# sprite_frame_sequencer

==> sprite_frame_sequencer/flops_by_reg.png <==
Drawn at 4 px/µm.
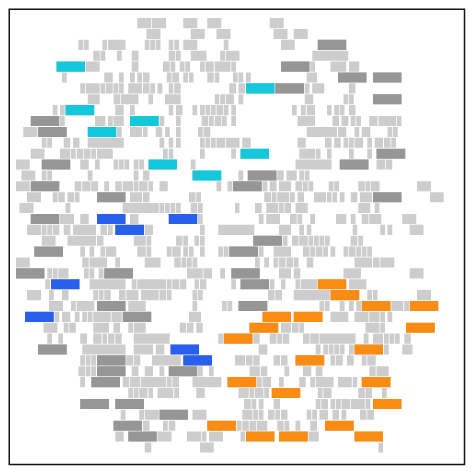

### config.mk
export PLATFORM = sky130hd
export DESIGN_NAME = sprite_frame_sequencer
export DESIGN_NICKNAME = d
export VERILOG_FILES = /design/src/rtl/mario_pkg.sv /design/src/rtl/sprite_pixel_walker.sv /design/src/rtl/sprite_frame_sequencer.sv
export SDC_FILE = /design/constraint.sdc
export NUM_CORES = 1
export LEC_CHECK = 0
export ABC_AREA = 1
export CELL_PAD_IN_SITES_DETAIL_PLACEMENT = 0
export CELL_PAD_IN_SITES_GLOBAL_PLACEMENT = 2
export CORE_UTILIZATION = 35
export CTS_CLUSTER_SIZE = 24
export DETAILED_ROUTE_END_ITERATION = 10
export GPL_TIMING_DRIVEN = 0
export PLACE_DENSITY = 0.93
export REMOVE_ABC_BUFFERS = 1
export SYNTH_ARGS = -nofsm -noshare
export SYNTH_HDL_FRONTEND = slang
export SYNTH_SLANG_ARGS = --single-unit
export TNS_END_PERCENT = 30
### constraint.sdc
create_clock -name clk -period 3.7 [get_ports clk]
set_input_delay 0.555 -clock clk [delete_from_list [all_inputs] [get_ports clk]]
set_output_delay 0.555 -clock clk [all_outputs]
set_load 0.01 [all_outputs]
### src/rtl/mario_pkg.sv
// Shared types and screen geometry for the player-sprite datapath.
// Latency: n/a (package). Backpressure: n/a.
// Holds the frame-sequencer state encoding and the 160x120 screen / 4x4 sprite constants.
package mario_pkg;

    typedef enum logic [2:0] {
        INIT   = 3'd0,
        WAIT   = 3'd1,
        ERASE  = 3'd2,
        UPDATE = 3'd3,
        DRAW   = 3'd4
    } state_t;

    localparam int SCREEN_W = 160;
    localparam int SCREEN_H = 120;
    localparam int SPRITE_W = 4;
    localparam int SPRITE_H = 4;

endpackage

### src/rtl/sprite_pixel_walker.sv
// Walks the 4x4 sprite footprint one pixel per cycle and emits registered VGA writes.
// Latency: first pixel one cycle after start, then 16 consecutive plot cycles; done marks the last.
// Backpressure: none, the VGA port always accepts a write.
module sprite_pixel_walker
    import mario_pkg::*;
(
    input  logic       clk,
    input  logic       resetn,
    input  logic       start,
    input  logic [7:0] base_x,
    input  logic [6:0] base_y,
    input  logic [2:0] colour,
    output logic [7:0] x,
    output logic [6:0] y,
    output logic [2:0] pix_colour,
    output logic       plot,
    output logic       done
);

    localparam logic [3:0] LAST_IDX = 4'(SPRITE_W * SPRITE_H - 1);

    logic [3:0] idx;
    logic       active;

    // idx holds the index of the pixel to be emitted on the next cycle
    always_ff @(posedge clk) begin
        if (!resetn) begin
            idx        <= 4'd0;
            active     <= 1'b0;
            x          <= 8'd0;
            y          <= 7'd0;
            pix_colour <= 3'd0;
            plot       <= 1'b0;
            done       <= 1'b0;
        end else begin
            plot <= 1'b0;
            done <= 1'b0;
            if (start) begin
                x          <= base_x;
                y          <= base_y;
                pix_colour <= colour;
                plot       <= 1'b1;
                idx        <= 4'd1;
                active     <= 1'b1;
            end else if (active) begin
                x    <= base_x + {6'd0, idx[1:0]};
                y    <= base_y + {5'd0, idx[3:2]};
                plot <= 1'b1;
                idx  <= idx + 4'd1;
                if (idx == LAST_IDX) begin
                    active <= 1'b0;
                    done   <= 1'b1;
                end
            end
        end
    end

endmodule

### src/rtl/sprite_frame_sequencer.sv
// Per-frame erase / update / redraw sequencer for the player sprite on the 160x120 VGA port.
// Latency: each frame tick yields 16 erase cycles, 1 update cycle, 16 draw cycles (33 busy cycles).
// Backpressure: ticks landing while busy collapse into a single pending pass run right after DRAW.
module sprite_frame_sequencer
    import mario_pkg::*;
#(
    parameter int         FRAME_CYCLES  = 833333,
    parameter logic [7:0] SPAWN_X       = 8'd0,
    parameter logic [6:0] GROUND_Y      = 7'd80,
    parameter logic [7:0] X_MAX         = 8'(SCREEN_W - SPRITE_W),
    parameter int         JUMP_FRAMES   = 16,
    parameter logic [2:0] SPRITE_COLOUR = 3'b100,
    parameter logic [2:0] BG_COLOUR     = 3'b000
) (
    input  logic       clk,
    input  logic       resetn,
    input  logic       go,
    input  logic       left,
    input  logic       right,
    input  logic       jump,
    output logic [7:0] x_out,
    output logic [6:0] y_out,
    output logic [2:0] colour_out,
    output logic       plot,
    output logic       busy,
    output logic [7:0] pos_x,
    output logic [6:0] pos_y,
    output logic       airborne
);

    localparam int         CW        = (FRAME_CYCLES > 1) ? $clog2(FRAME_CYCLES) : 1;
    localparam logic [7:0] RISE_INIT = 8'(JUMP_FRAMES - 1);

    state_t        state, state_nxt;
    logic [CW-1:0] frame_cnt;
    logic          tick;
    logic          pending;
    logic [7:0]    rise_cnt, rise_nxt;
    logic [7:0]    pos_x_nxt;
    logic [6:0]    pos_y_nxt;
    logic          air_nxt;
    logic          start_pass;
    logic [2:0]    pass_colour;
    logic          pass_done;

    assign tick = (state != INIT) && (frame_cnt == CW'(FRAME_CYCLES - 1));

    always_comb begin
        state_nxt   = state;
        start_pass  = 1'b0;
        pass_colour = SPRITE_COLOUR;
        case (state)
            INIT: if (go) begin
                state_nxt  = DRAW;
                start_pass = 1'b1;
            end
            WAIT: if (tick || pending) begin
                state_nxt   = ERASE;
                start_pass  = 1'b1;
                pass_colour = BG_COLOUR;
            end
            ERASE:  if (pass_done) state_nxt = UPDATE;
            UPDATE: begin
                state_nxt  = DRAW;
                start_pass = 1'b1;
            end
            DRAW:   if (pass_done) state_nxt = WAIT;
            default: state_nxt = INIT;
        endcase
    end

    // The jump frame itself counts as the first rising frame, hence RISE_INIT = JUMP_FRAMES-1.
    always_comb begin
        pos_x_nxt = pos_x;
        pos_y_nxt = pos_y;
        air_nxt   = airborne;
        rise_nxt  = rise_cnt;
        if (state == INIT && go) begin
            pos_x_nxt = SPAWN_X;
            pos_y_nxt = GROUND_Y;
            air_nxt   = 1'b0;
            rise_nxt  = 8'd0;
        end else if (state == UPDATE) begin
            if (left && !right && pos_x != 8'd0)
                pos_x_nxt = pos_x - 8'd1;
            else if (right && !left && pos_x < X_MAX)
                pos_x_nxt = pos_x + 8'd1;
            if (!airborne && jump) begin
                air_nxt   = 1'b1;
                rise_nxt  = RISE_INIT;
                pos_y_nxt = pos_y - 7'd1;
            end else if (rise_cnt != 8'd0) begin
                rise_nxt  = rise_cnt - 8'd1;
                pos_y_nxt = pos_y - 7'd1;
            end else if (airborne) begin
                pos_y_nxt = pos_y + 7'd1;
                if (pos_y + 7'd1 == GROUND_Y)
                    air_nxt = 1'b0;
            end
        end
    end

    always_ff @(posedge clk) begin
        if (!resetn) begin
            state     <= INIT;
            frame_cnt <= '0;
            pending   <= 1'b0;
            busy      <= 1'b0;
            pos_x     <= SPAWN_X;
            pos_y     <= GROUND_Y;
            airborne  <= 1'b0;
            rise_cnt  <= 8'd0;
        end else begin
            state    <= state_nxt;
            busy     <= (state_nxt == ERASE) || (state_nxt == UPDATE) || (state_nxt == DRAW);
            pos_x    <= pos_x_nxt;
            pos_y    <= pos_y_nxt;
            airborne <= air_nxt;
            rise_cnt <= rise_nxt;
            if (state == INIT || tick)
                frame_cnt <= '0;
            else
                frame_cnt <= frame_cnt + CW'(1);
            if (state == WAIT)
                pending <= 1'b0;
            else if (tick)
                pending <= 1'b1;
        end
    end

    // Base follows the next-state position so the draw after UPDATE uses the new coordinates.
    sprite_pixel_walker u_walker (
        .clk        (clk),
        .resetn     (resetn),
        .start      (start_pass),
        .base_x     (pos_x_nxt),
        .base_y     (pos_y_nxt),
        .colour     (pass_colour),
        .x          (x_out),
        .y          (y_out),
        .pix_colour (colour_out),
        .plot       (plot),
        .done       (pass_done)
    );

endmodule

# txstream

<file path="config.mk">
export PLATFORM = sky130hd
export DESIGN_NAME = txstream
export DESIGN_NICKNAME = d
export VERILOG_FILES = /design/src/rtl/txstream_pkg.sv /design/src/rtl/txstream.sv
export SDC_FILE = /design/constraint.sdc
export NUM_CORES = 1
export LEC_CHECK = 0
export CORE_ASPECT_RATIO = 0.5
export CORE_MARGIN = 2
export CORE_UTILIZATION = 54
export DETAILED_ROUTE_END_ITERATION = 10
export PLACE_DENSITY = 0.82
export REMOVE_ABC_BUFFERS = 1
export SKIP_LAST_GASP = 1
export SYNTH_ARGS = -nofsm -noshare
export SYNTH_HDL_FRONTEND = slang
export SYNTH_SLANG_ARGS = --single-unit
</file>
<file path="constraint.sdc">
create_clock -name clk -period 10.7 [get_ports clk]
set_input_delay 1.605 -clock clk [delete_from_list [all_inputs] [get_ports clk]]
set_output_delay 1.605 -clock clk [all_outputs]
set_load 0.01 [all_outputs]
</file>
<file path="src/rtl/txstream_pkg.sv">
// rtl/txstream_pkg.sv - shared types and constants for the TX IQ stream parser
package txstream_pkg;

    typedef enum logic [3:0] {
        ST_IDLE,
        ST_SEQ_NR,
        ST_I2,
        ST_I1,
        ST_I0,
        ST_Q2,
        ST_Q1,
        ST_Q0,
        ST_DRAIN
    } state_t;

    localparam logic [10:0] PAYLOAD_LEN      = 11'd1030;
    localparam int          SAMPLES_PER_PKT  = 171;
    localparam int          BYTES_PER_SAMPLE = 6;

    function automatic logic [15:0] sat_inc16(input logic [15:0] v);
        return (v == 16'hFFFF) ? v : v + 16'd1;
    endfunction

endpackage

</file>
<file path="src/rtl/txstream.sv">
// rtl/txstream.sv - UDP payload parser assembling 48-bit TX IQ samples for the modulator fifo
// Optional sequence-number checking is enabled with `define SEQ_CHECK_EN.
module txstream
    import txstream_pkg::*;
#(
    parameter logic [15:0] TX_PORT     = 16'd1025,
    parameter logic [10:0] PAYLOAD_LEN = 11'd1030
) (
    input  logic        clk,
    input  logic        rst,
    input  logic        run,
    input  logic        have_ip,
    input  logic        udp_rx_active,
    input  logic [7:0]  udp_rx_data,
    input  logic [15:0] udp_to_port,
    output logic [47:0] tx_data,
    output logic        tx_wrreq,
    input  logic        tx_wrfull,
    output logic [31:0] seq_no,
    output logic [15:0] overflow_cnt
`ifdef SEQ_CHECK_EN
    ,
    output logic [15:0] seq_err_cnt
`endif
);

    state_t      state_q, state_d;
    logic [10:0] cnt_q, cnt_d;
    logic [47:0] asm_q, asm_d;
    logic [47:0] tx_data_q, tx_data_d;
    logic        tx_wrreq_q, tx_wrreq_d;
    logic [31:0] seq_no_q, seq_no_d;
    logic [15:0] ovf_q, ovf_d;
    logic        seq_latch;

    logic        enabled;
    logic        accept;
    logic [47:0] shifted;
    logic [10:0] cnt_inc;

    assign enabled = run & have_ip;
    assign accept  = udp_rx_active & enabled & (udp_to_port == TX_PORT);
    assign shifted = {asm_q[39:0], udp_rx_data};
    assign cnt_inc = cnt_q + 11'd1;

    always_comb begin
        state_d    = state_q;
        cnt_d      = cnt_q;
        asm_d      = asm_q;
        tx_data_d  = tx_data_q;
        tx_wrreq_d = 1'b0;
        seq_no_d   = seq_no_q;
        ovf_d      = ovf_q;
        seq_latch  = 1'b0;

        case (state_q)
            ST_IDLE: begin
                cnt_d = 11'd0;
                if (accept) begin
                    asm_d   = shifted;
                    cnt_d   = 11'd1;
                    state_d = ST_SEQ_NR;
                end else if (udp_rx_active) begin
                    state_d = ST_DRAIN;
                end
            end
            ST_DRAIN: begin
                cnt_d = 11'd0;
                if (!udp_rx_active) state_d = ST_IDLE;
            end
            default: begin
                // An early end drops any partial sample; losing run/IP mid-packet drains the rest.
                if (!udp_rx_active) begin
                    cnt_d   = 11'd0;
                    state_d = ST_IDLE;
                end else if (!enabled) begin
                    state_d = ST_DRAIN;
                end else begin
                    asm_d = shifted;
                    cnt_d = cnt_inc;
                    case (state_q)
                        ST_SEQ_NR: begin
                            if (cnt_q == 11'd3) begin
                                seq_no_d  = shifted[31:0];
                                seq_latch = 1'b1;
                                state_d   = ST_I2;
                            end
                        end
                        ST_I2: state_d = ST_I1;
                        ST_I1: state_d = ST_I0;
                        ST_I0: state_d = ST_Q2;
                        ST_Q2: state_d = ST_Q1;
                        ST_Q1: state_d = ST_Q0;
                        ST_Q0: begin
                            if (!tx_wrfull) begin
                                tx_data_d  = shifted;
                                tx_wrreq_d = 1'b1;
                            end else begin
                                ovf_d = sat_inc16(ovf_q);
                            end
                            state_d = (cnt_inc < PAYLOAD_LEN) ? ST_I2 : ST_DRAIN;
                        end
                        default: state_d = ST_DRAIN;
                    endcase
                end
            end
        endcase
    end

    always_ff @(posedge clk or posedge rst) begin
        if (rst) begin
            state_q    <= ST_IDLE;
            cnt_q      <= 11'd0;
            asm_q      <= 48'd0;
            tx_data_q  <= 48'd0;
            tx_wrreq_q <= 1'b0;
            seq_no_q   <= 32'd0;
            ovf_q      <= 16'd0;
        end else begin
            state_q    <= state_d;
            cnt_q      <= cnt_d;
            asm_q      <= asm_d;
            tx_data_q  <= tx_data_d;
            tx_wrreq_q <= tx_wrreq_d;
            seq_no_q   <= seq_no_d;
            ovf_q      <= ovf_d;
        end
    end

    assign tx_data      = tx_data_q;
    assign tx_wrreq     = tx_wrreq_q;
    assign seq_no       = seq_no_q;
    assign overflow_cnt = ovf_q;

`ifdef SEQ_CHECK_EN
    logic [31:0] exp_seq_q;
    logic        exp_valid_q;
    logic [15:0] seq_err_q;

    // The first packet after run rises only seeds the expected value.
    always_ff @(posedge clk or posedge rst) begin
        if (rst) begin
            exp_seq_q   <= 32'd0;
            exp_valid_q <= 1'b0;
            seq_err_q   <= 16'd0;
        end else if (!run) begin
            exp_valid_q <= 1'b0;
        end else if (seq_latch) begin
            if (exp_valid_q && (seq_no_d != exp_seq_q)) seq_err_q <= sat_inc16(seq_err_q);
            exp_seq_q   <= seq_no_d + 32'd1;
            exp_valid_q <= 1'b1;
        end
    end

    assign seq_err_cnt = seq_err_q;
`endif

endmodule

</file>
# seg_scan_ctrl

==> src/rtl/seg_scan_ctrl.sv <==
// seg_scan_ctrl
// Time-multiplexed scan of N_VAL signed nibbles onto a shared active-low
// 7-segment bus. Each value gets a sign digit and a magnitude digit. One
// external lookup is shared between all digits through the lk_* ports.
// Values are latched once per frame so a frame never shows a torn mix of
// old and new operands.

module seg_scan_ctrl #(
    parameter int N_VAL        = 3,
    parameter int DWELL        = 4,
    parameter int BLANK        = 1,
    parameter int BLINK_FRAMES = 8
) (
    input  logic                 clk,
    input  logic                 rst_n,
    input  logic                 en,
    input  logic [4*N_VAL-1:0]   vals,
    input  logic [N_VAL-1:0]     blink_mask,
    output logic [3:0]           lk_in,
    input  logic [6:0]           lk_l,
    input  logic [6:0]           lk_r,
    output logic [6:0]           seg,
    output logic [2*N_VAL-1:0]   an,
    output logic                 frame_done
);

    localparam int N_DIG = 2 * N_VAL;
    localparam int IW    = $clog2(N_DIG);
    localparam int MAXC  = (DWELL > BLANK) ? DWELL : BLANK;
    localparam int CW    = (MAXC > 1) ? $clog2(MAXC) : 1;
    localparam int FW    = (BLINK_FRAMES > 1) ? $clog2(BLINK_FRAMES) : 1;

    localparam logic [IW-1:0] IDX_LAST   = IW'(N_DIG - 1);
    localparam logic [CW-1:0] DWELL_LAST = CW'(DWELL - 1);
    localparam logic [CW-1:0] BLANK_LAST = CW'((BLANK > 0) ? BLANK - 1 : 0);
    localparam logic [FW-1:0] FRAME_LAST = FW'(BLINK_FRAMES - 1);

    typedef enum logic [1:0] {
        S_IDLE,
        S_LOAD,
        S_SHOW,
        S_BLANK
    } state_t;

    state_t              state;
    logic [IW-1:0]       idx;
    logic [CW-1:0]       cnt;
    logic [FW-1:0]       frame_cnt;
    logic                blink_on;
    logic [4*N_VAL-1:0]  shadow;

    logic [IW-1:0]       val_sel;
    logic                val_blink;
    logic                frame_end;
    logic [N_DIG-1:0]    an_view;
    logic [6:0]          seg_view;

    // Pick the value behind the current digit: feeds the lookup and the blink select
    always_comb begin
        val_sel   = idx >> 1;
        lk_in     = 4'h0;
        val_blink = 1'b0;
        for (int v = 0; v < N_VAL; v++) begin
            if (val_sel == IW'(v)) begin
                lk_in     = shadow[4*v +: 4];
                val_blink = blink_mask[v];
            end
        end
    end

    // Last cycle of the last digit, including its blank gap when one exists
    always_comb begin
        frame_end = (idx == IDX_LAST) &&
                    (((state == S_SHOW) && (cnt == DWELL_LAST) && (BLANK == 0)) ||
                     ((state == S_BLANK) && (cnt == BLANK_LAST)));
    end

    // What the display should show for the current FSM state, registered next edge
    always_comb begin
        an_view  = '1;
        seg_view = 7'h7F;
        if (state == S_SHOW) begin
            for (int d = 0; d < N_DIG; d++) begin
                if (idx == IW'(d)) begin
                    an_view[d] = 1'b0;
                end
            end
            if (!(val_blink && !blink_on)) begin
                seg_view = idx[0] ? lk_r : lk_l;
            end
        end
    end

    // Scan FSM with dwell/blank timing, blink bookkeeping and registered outputs
    always_ff @(posedge clk or negedge rst_n) begin
        if (!rst_n) begin
            state      <= S_IDLE;
            idx        <= '0;
            cnt        <= '0;
            frame_cnt  <= '0;
            blink_on   <= 1'b1;
            shadow     <= '0;
            seg        <= 7'h7F;
            an         <= '1;
            frame_done <= 1'b0;
        end else begin
            seg        <= seg_view;
            an         <= an_view;
            frame_done <= 1'b0;
            if (!en) begin
                state     <= S_IDLE;
                idx       <= '0;
                cnt       <= '0;
                frame_cnt <= '0;
                blink_on  <= 1'b1;
            end else begin
                case (state)
                    S_IDLE: begin
                        state <= S_LOAD;
                    end
                    S_LOAD: begin
                        shadow <= vals;
                        idx    <= '0;
                        cnt    <= '0;
                        state  <= S_SHOW;
                    end
                    S_SHOW: begin
                        if (cnt == DWELL_LAST) begin
                            cnt <= '0;
                            if (BLANK > 0) begin
                                state <= S_BLANK;
                            end else if (frame_end) begin
                                state <= S_LOAD;
                            end else begin
                                idx <= idx + IW'(1);
                            end
                        end else begin
                            cnt <= cnt + CW'(1);
                        end
                    end
                    S_BLANK: begin
                        if (cnt == BLANK_LAST) begin
                            cnt <= '0;
                            if (frame_end) begin
                                state <= S_LOAD;
                            end else begin
                                idx   <= idx + IW'(1);
                                state <= S_SHOW;
                            end
                        end else begin
                            cnt <= cnt + CW'(1);
                        end
                    end
                    default: begin
                        state <= S_IDLE;
                    end
                endcase
                if (frame_end) begin
                    frame_done <= 1'b1;
                    if (frame_cnt == FRAME_LAST) begin
                        frame_cnt <= '0;
                        blink_on  <= ~blink_on;
                    end else begin
                        frame_cnt <= frame_cnt + FW'(1);
                    end
                end
            end
        end
    end

endmodule

==> config.mk <==
export PLATFORM = sky130hd
export DESIGN_NAME = seg_scan_ctrl
export DESIGN_NICKNAME = d
export VERILOG_FILES = /design/src/rtl/seg_scan_ctrl.sv
export SDC_FILE = /design/constraint.sdc
export NUM_CORES = 1
export LEC_CHECK = 0
export CAP_MARGIN = 10
export CORE_UTILIZATION = 51
export CTS_CLUSTER_DIAMETER = 100
export DETAILED_ROUTE_END_ITERATION = 12
export MAX_ROUTING_LAYER = met4
export PLACE_DENSITY_LB_ADDON = 0.05
export SYNTH_ARGS = -nofsm -noshare
export SYNTH_HDL_FRONTEND = slang
export SYNTH_SLANG_ARGS = --single-unit
==> constraint.sdc <==
create_clock -name clk -period 2.5 [get_ports clk]
set_input_delay 0.5 -clock clk [delete_from_list [all_inputs] [get_ports clk]]
set_output_delay 0.5 -clock clk [all_outputs]
set_load 0.05 [all_outputs]
# msk_share_encoder_flat

## config.mk

```make
export PLATFORM = sky130hd
export DESIGN_NAME = msk_share_encoder_flat
export DESIGN_NICKNAME = d
export VERILOG_FILES = /design/src/rtl/msk_share_encoder_if.sv /design/src/rtl/msk_share_encoder.sv /design/src/flat_wrapper.sv
export SDC_FILE = /design/constraint.sdc
export NUM_CORES = 1
export LEC_CHECK = 0
export ABC_AREA = 1
export CORE_AREA = 2 2 95 97
export CTS_CLUSTER_SIZE = 12
export DETAILED_ROUTE_END_ITERATION = 6
export DIE_AREA = 0 0 97 99
export GPL_ROUTABILITY_DRIVEN = 0
export PLACE_DENSITY = 0.69
export SLEW_MARGIN = 20
export SYNTH_ARGS = -nofsm -noshare
export SYNTH_HDL_FRONTEND = slang
export SYNTH_SLANG_ARGS = --single-unit
```

## constraint.sdc

```tcl
create_clock -name clk -period 2.9 [get_ports clk]
set_clock_uncertainty 0.2 [all_clocks]
set_input_delay 0.725 -clock clk [delete_from_list [all_inputs] [get_ports clk]]
set_output_delay 0.725 -clock clk [all_outputs]
set_load 0.1 [all_outputs]
```

## src/rtl/msk_share_encoder_if.sv

```systemverilog
// rtl/msk_share_encoder_if.sv - handshake bundle between host/randomness sources and the share encoder
interface msk_share_encoder_if #(
  parameter int d = 2,
  parameter int W = 8
);
  // unmasked word channel
  logic [W-1:0]       in_data;
  logic               in_valid;
  logic               in_ready;
  // fresh randomness channel, share j in bits [(j-1)*W +: W]
  logic [(d-1)*W-1:0] rnd;
  logic               rnd_valid;
  logic               rnd_ready;
  // registered sharing, bit-major: share j of bit i at index d*i+j
  logic [d*W-1:0]     out_shares;
  logic               out_valid;
  logic               out_ready;
  // debug counters
  logic [31:0]        words_out;
  logic [15:0]        rnd_stall_cnt;

  modport master (
    output in_data, in_valid, rnd, rnd_valid, out_ready,
    input  in_ready, rnd_ready, out_shares, out_valid, words_out, rnd_stall_cnt
  );

  modport slave (
    input  in_data, in_valid, rnd, rnd_valid, out_ready,
    output in_ready, rnd_ready, out_shares, out_valid, words_out, rnd_stall_cnt
  );
endinterface

```

## src/rtl/msk_share_encoder.sv

```systemverilog
// rtl/msk_share_encoder.sv - streaming Boolean masked-sharing encoder with registered share output
module msk_share_encoder #(
  parameter int d = 2,
  parameter int W = 8
) (
  input logic                clk,
  input logic                rst,
  msk_share_encoder_if.slave bus
);

  if (d < 2) begin : g_bad_share_count
    $error("msk_share_encoder: d must be at least 2");
  end

  typedef enum logic {EMPTY, FULL} state_t;

  state_t         state;
  logic           out_valid_q;
  logic [d*W-1:0] shares_q;
  logic [31:0]    words_q;
  logic [15:0]    stall_q;

  logic           space;
  logic           fire;
  logic           drain;
  logic           starved;
  logic [d*W-1:0] shares_d;

  // The output slot can take a new sharing when empty or being drained this cycle.
  // Handshakes are gated by rst so nothing completes on a reset edge.
  assign space   = !out_valid_q || bus.out_ready;
  assign fire    = !rst && bus.in_valid && bus.rnd_valid && space;
  assign drain   = !rst && out_valid_q && bus.out_ready;
  assign starved = bus.in_valid && !bus.rnd_valid && space;

  // A word and its randomness are only ever taken together.
  assign bus.in_ready  = !rst && bus.rnd_valid && space;
  assign bus.rnd_ready = !rst && bus.in_valid && space;

  // Share j (j>=1) of each bit is the raw random bit; share 0 absorbs the data bit
  // XORed with all random bits, so recombination over all shares yields the data.
  // This value only ever feeds the share register, never an output directly.
  for (genvar i = 0; i < W; i++) begin : g_bit
    logic [d-2:0] r_bits;
    for (genvar j = 1; j < d; j++) begin : g_share
      assign r_bits[j-1]         = bus.rnd[(j-1)*W+i];
      assign shares_d[d*i+j]     = bus.rnd[(j-1)*W+i];
    end
    assign shares_d[d*i] = bus.in_data[i] ^ (^r_bits);
  end

  // Output slot FSM: loads on fire, empties on drain without refill, holds otherwise.
  always_ff @(posedge clk) begin
    if (rst) begin
      state       <= EMPTY;
      out_valid_q <= 1'b0;
      shares_q    <= '0;
    end else begin
      case (state)
        EMPTY: begin
          if (fire) begin
            state       <= FULL;
            out_valid_q <= 1'b1;
            shares_q    <= shares_d;
          end
        end
        FULL: begin
          if (bus.out_ready) begin
            if (fire) begin
              shares_q <= shares_d;
            end else begin
              state       <= EMPTY;
              out_valid_q <= 1'b0;
            end
          end
        end
        default: begin
          state       <= EMPTY;
          out_valid_q <= 1'b0;
        end
      endcase
    end
  end

  // Delivered-word counter wraps; starvation counter saturates at all-ones.
  always_ff @(posedge clk) begin
    if (rst) begin
      words_q <= '0;
      stall_q <= '0;
    end else begin
      if (drain) begin
        words_q <= words_q + 32'd1;
      end
      if (starved && (stall_q != 16'hFFFF)) begin
        stall_q <= stall_q + 16'd1;
      end
    end
  end

  assign bus.out_shares    = shares_q;
  assign bus.out_valid     = out_valid_q;
  assign bus.words_out     = words_q;
  assign bus.rnd_stall_cnt = stall_q;

endmodule

```

## src/flat_wrapper.sv

```systemverilog
// flat-port wrapper written by rule: the top's interface ports become plain ports
module msk_share_encoder_flat 
#(
  parameter int d = 2,
  parameter int W = 8
)
  (clk, rst, bus_in_data, bus_in_valid, bus_rnd, bus_rnd_valid, bus_out_ready, bus_in_ready, bus_rnd_ready, bus_out_shares, bus_out_valid, bus_words_out, bus_rnd_stall_cnt);
  msk_share_encoder_if #(.d(d), .W(W)) bus_i ();
  input logic clk;
  input logic rst;
  input wire logic [$bits(bus_i.in_data)-1:0] bus_in_data;
  input wire logic [$bits(bus_i.in_valid)-1:0] bus_in_valid;
  input wire logic [$bits(bus_i.rnd)-1:0] bus_rnd;
  input wire logic [$bits(bus_i.rnd_valid)-1:0] bus_rnd_valid;
  input wire logic [$bits(bus_i.out_ready)-1:0] bus_out_ready;
  output wire logic [$bits(bus_i.in_ready)-1:0] bus_in_ready;
  output wire logic [$bits(bus_i.rnd_ready)-1:0] bus_rnd_ready;
  output wire logic [$bits(bus_i.out_shares)-1:0] bus_out_shares;
  output wire logic [$bits(bus_i.out_valid)-1:0] bus_out_valid;
  output wire logic [$bits(bus_i.words_out)-1:0] bus_words_out;
  output wire logic [$bits(bus_i.rnd_stall_cnt)-1:0] bus_rnd_stall_cnt;
  assign bus_i.in_data = bus_in_data;
  assign bus_i.in_valid = bus_in_valid;
  assign bus_i.rnd = bus_rnd;
  assign bus_i.rnd_valid = bus_rnd_valid;
  assign bus_i.out_ready = bus_out_ready;
  assign bus_in_ready = bus_i.in_ready;
  assign bus_rnd_ready = bus_i.rnd_ready;
  assign bus_out_shares = bus_i.out_shares;
  assign bus_out_valid = bus_i.out_valid;
  assign bus_words_out = bus_i.words_out;
  assign bus_rnd_stall_cnt = bus_i.rnd_stall_cnt;
  msk_share_encoder #(.d(d), .W(W)) u_core (.clk(clk), .rst(rst), .bus(bus_i));
endmodule
```

==> sprite_frame_sequencer/wires.png <==
Drawn at 3 px/µm. Two of the layers only.
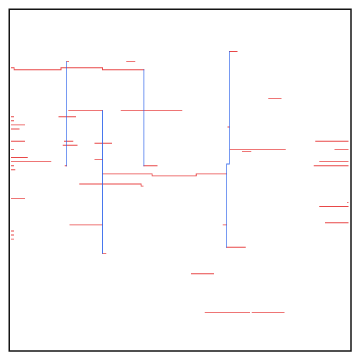
Key: blue = metal 4 [wire length 180 µm]; red = metal 3 [wire length 345 µm]

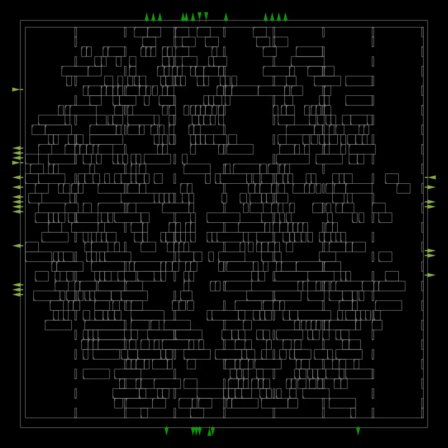
(sprite_frame_sequencer/placement.png)
# Taps: 168
fillers: 1226
core area: 0.0121 mm²

## Picture notes: sprite_frame_sequencer/flops_by_reg.png
Key: blue = `u_walker.y` [sequential cells 7]; cyan = `pos_x` [sequential cells 8]; orange = `frame_cnt` [sequential cells 20]
Core Util, Final: 0.431
sequential share of cell area: 0.277
FF+latch area: 0.00144 mm²
sequential group power: 798 µW

==> results.cfg, sprite_frame_sequencer <==
; synthesis and place-and-route metrics
[setup_path]
crit_top_cell = nand2_1
worstReg2RegStart = pos_x[0]
start_kind = primary input
startpoint = right
slowest_delay_ps = 520
crit_family = simple AND/OR/NAND/NOR gates
crit_chain = clkdlybuf4s50_1, nand2_1, nor2_4, nand2_1, a21oi_1, xor2_1, nor2_1, ha_1, inv_1, fa_1, nor3_4, inv_2, o21ai_1, nand3_1, nand2_1
reg2reg_to = u_walker.x[4]
crit_slowest_cell = clkdlybuf4s50_1
endpoint_kind = flip-flop

[layout]
largest_register = frame_cnt
layout.nets = 686
finish.instance_area_mm2 = 0.00520
comb_area_frac = 0.472
synthToLayoutAreaGrowth_pct = 19.6
largest_register_ffs = 20
buffers = 39
clock_area_frac = 0.0592
lay_top_count = nand2_1
nClkBuffers = 10
drive_gt1_frac = 0.121

[clock_tree]
clockBufferDepth = 2
path_clk_slew_ps = 60
cts_setup_buffers = 0
cts_tree = done

[timing]
fin_worst_hold_slack_ps = 446
fin_crit_sh = 0.826
drv_slew = 0
setup_viol = 0
max_freq_mhz = 327

[synthesis]
top_cell_area_share = 0.332
yosysWarnings = 0
ys_sh_aoi = 0.115
xor_share = 0.0201
ys_sh_adder = 0.0466
logic_family = simple AND/OR/NAND/NOR gates
synth.cell_area_mm2 = 0.00435
yosysChipArea_mm2 = 0.00435
ff_type = dfxtp_1
common_cells = 123 x nand2_1, 85 x inv_1, 72 x dfxtp_1, 71 x nor2_1, 49 x nand3_1
synth_cell_types = 52
synth.area.top_cells = dfxtp_1 33%, nand2_1 11%, inv_1 7.3%
ys_sh_simple = 0.381

[power]
power.share.sequential = 0.443
vdd_drop_max_uv = 201
p_per_area_mw_per_mm2 = 346

[drt]
initialDrtViolationCount = 135
viasPerCell = 4.71
met3_length_um = 344
wl_met1_mm = 5.11
wl_per_cell_um = 12.2
dr_total_vias = 3951

[grt]
antenna_found_initial = 0
grt.total_usage = 0.173
grt-busiest-layer = met2

[die]
die_area_mm2 = 0.0129
fp-row-count = 40
num_io_pins = 42

[min_path]
min_from = frame_cnt[0]

[place]
pre_cts_slack_ps = 291

[outcome]
outcome = complete, no violations
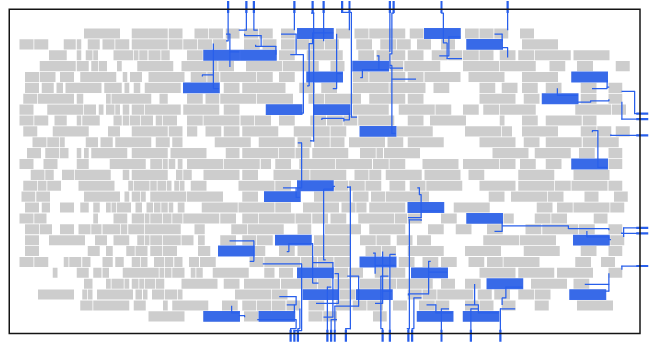
(txstream/io_fan.png)
Drawn at 4 px/µm.
Key: blue = `seq_no` [bits 32, direction output, edge 14 south, 12 north, 6 east, end cells 32, buffers 32, wire 893 µm]

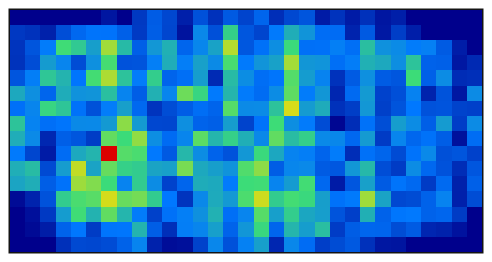
(txstream/metal_density.png)
Drawn at 3 px/µm. The die is cut into 31 by 16 equal tiles; dark blue is low, red is high, scaled to the fullest tile. Values are wire area over tile area, all layers added.
8.7% of the tiles are over half the peak. 6.0% of the tiles are nearly empty. The fullest tile reaches 0.59. The mean over all tiles is 0.15.
wire per inst: 16.5 µm
routed via count: 3951
Tot GR Track Use: 0.208
Routed WL: 12.3 mm

==> results.cfg, txstream <==
; synthesis and place-and-route metrics
[outcome]
outcome = complete, no violations

[power]
clockPowerShare = 0.497

[setup_path]
path_depth = 6
crit_type = in -> reg

[place]
dp_hpwl_mm = 7.73
placed_area_mm2 = 0.00765

[synthesis]
ys_sh_aoi = 0.0229
synth.cell_area_mm2 = 0.00635
ys_seq_share = 0.599
yosysChipArea_mm2 = 0.00635

[drt]
drc = 0
viasPerCell = 5.31
dr.max_layer_used = met4

[die]
dieWidth_um = 157
die_area_mm2 = 0.0127

[layout]
nClkBuffers = 19
inverters = 4

[timing]
slew_headroom = 0.302

[clock_tree]
cts_setup_buffers = 0
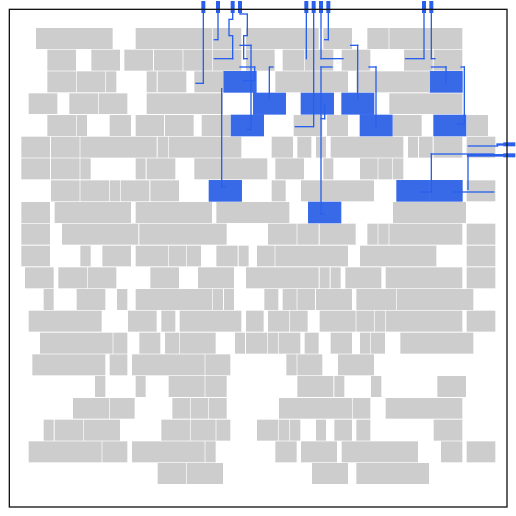
(seg_scan_ctrl/io_fan.png)
Drawn at 8 px/µm.
Key: blue = `vals` [bits 12, direction input, edge 10 north, 2 east, end cells 12, buffers 12, wire 198 µm]
I/O pin cnt: 50
IO buf count: 49

==> results.cfg, seg_scan_ctrl <==
; synthesis and place-and-route metrics
[synthesis]
synth-edff-count = 0
synthArstFlopShare = 1.00
yosys_cells = 158
ys_ff = 37
syn_inst = 158

[grt]
met2_usage = 0.348
antenna_found_initial = 0
grt_max_degree = 38

[layout]
clock_area_frac = 0.0348
flop-count = 37
inverters = 9
largest_register = shadow
final_cell_mix = 45 x clkdlybuf4s50_1, 23 x dfrtp_1, 21 x nand2_1

[setup_path]
crit_end = lk_in[1]
start_kind = flip-flop

[timing]
fin_worst_hold_slack_ps = 522
max_freq_mhz = 449
finalSetupTns_ps = 0
slew_headroom = 0.598
worst_pin_slew_ps = 603
clock_skew_ps = 11.4

[drt]
drtPass1Iterations = 4

[outcome]
outcome = complete, no violations

[power]
switching_share = 0.355
p_per_area_mw_per_mm2 = 843
power.share.sequential = 0.409

[clock_tree]
cts_tree = done

[run]
cap_violations = 0
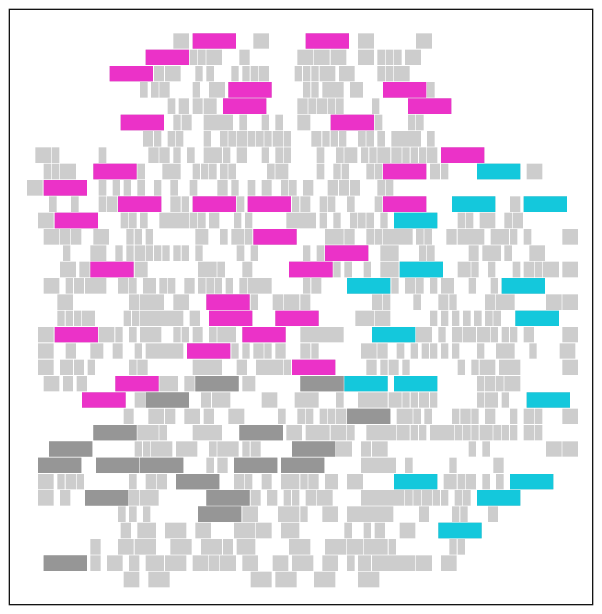
(msk_share_encoder_flat/flops_by_reg.png)
Drawn at 6 px/µm.
Key: cyan = `u_core.bus.rnd_stall_cnt` [sequential cells 16]; magenta = `u_core.bus.words_out` [sequential cells 32]

==> results.cfg, msk_share_encoder_flat <==
; synthesis and place-and-route metrics
[layout]
buffers = 96
seq_area_frac = 0.290
ff_latch_area_mm2 = 0.00132
logic_gate_count = 386
nClkBuffers = 9
largest_cell_class = logic gates
layout.nets = 644
comb_area_frac = 0.416
fillers = 895
drive_gt1_frac = 0.192

[setup_path]
worstReg2RegStart = u_core.bus.rnd_stall_cnt[0]
crit_end = bus_rnd_ready
r2r.worst_path.cells = 7
crit_slowest_cell = clkdlybuf4s50_1
crit_chain = clkdlybuf4s50_1, clkinv_2, nand2_1, nor2_4, buf_12

[clock_tree]
path_clk_slew_ps = 70
cts_tree = done
clock_latency_ps = 350

[place]
io_buffers = 87

[grt]
grt.met3_usage = 0.0390
grt_pass1_wl_mm = 15.3
grt_max_degree = 30
grt-busiest-layer = met2

[timing]
fin_crit_sh = 0.974
rsz0062_at_grt = no
max_freq_mhz = 354
slew_headroom = 0.687

[synthesis]
syn_avg_cell_area_um2 = 6.67
yosysChipArea_mm2 = 0.00351
syn_inst = 526

[drt]
wl_met1_mm = 4.06

[power]
maxPowerGroup = sequential cells
total_power_uw = 1920
p_sw_uw = 600

[min_path]
min_from = u_core.bus.words_out[15]

[die]
fp_util = 0.410
die_area_mm2 = 0.00960
fp.dieH_um = 99

[outcome]
outcome = complete, no violations


==> notes/layouts.md <==
Pictures saved along the way, in no particular order.

Routed metal per tile.
picture 1
Drawn at 4 px/µm. The die is cut into 19 by 20 equal tiles; dark blue is low, red is high, scaled to the fullest tile. Values are wire area over tile area, all layers added.
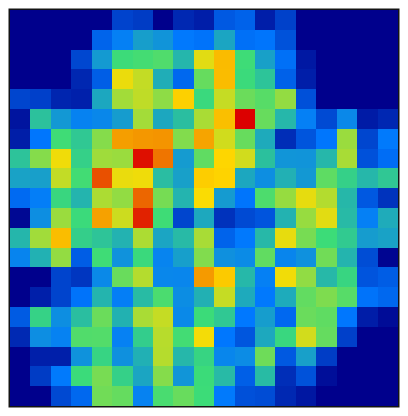
picture 2
Drawn at 3 px/µm. The die is cut into 23 by 23 equal tiles; dark blue is low, red is high, scaled to the fullest tile. Values are wire area over tile area, all layers added.
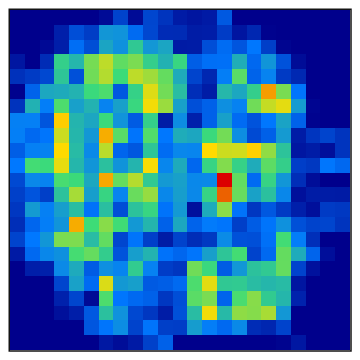
picture 3
Drawn at 6 px/µm. The die is cut into 12 by 12 equal tiles; dark blue is low, red is high, scaled to the fullest tile. Values are wire area over tile area, all layers added.
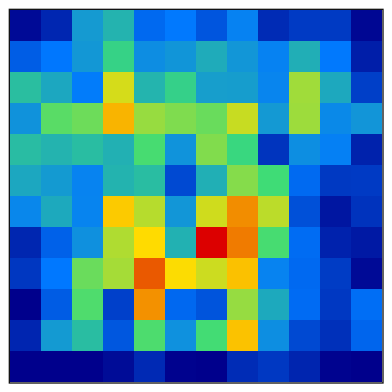
| picture | from |
|---|---|
| picture 1 | msk_share_encoder_flat |
| picture 2 | sprite_frame_sequencer |
| picture 3 | seg_scan_ctrl |
The one with the largest die is picture 2.


==> screenshots <==
Metal layers overlaid.
shot_01.png
Drawn at 6 px/µm. Two of the layers only.
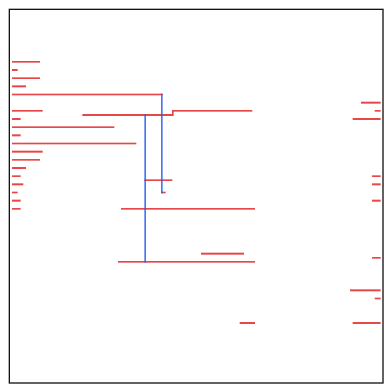
shot_02.png
Drawn at 4 px/µm. Two of the layers only.
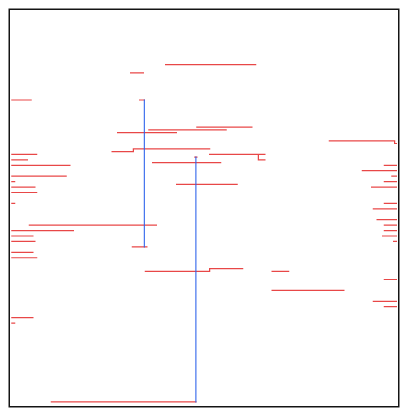
shot_03.png
Drawn at 3 px/µm. Two of the layers only.
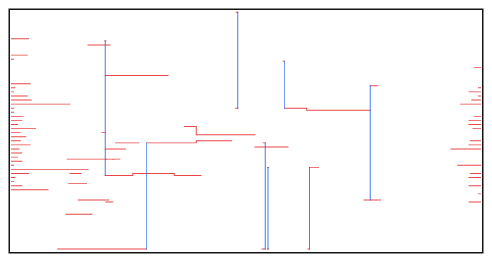
seg_scan_ctrl: shot_01.png
txstream: shot_03.png
msk_share_encoder_flat: shot_02.png

Key to shot_02.png:
Key: red = metal 3 [wire length 442 µm]; blue = metal 4 [wire length 97.9 µm]

Power figures rest on the tool's default switching activity, not on a simulated workload.
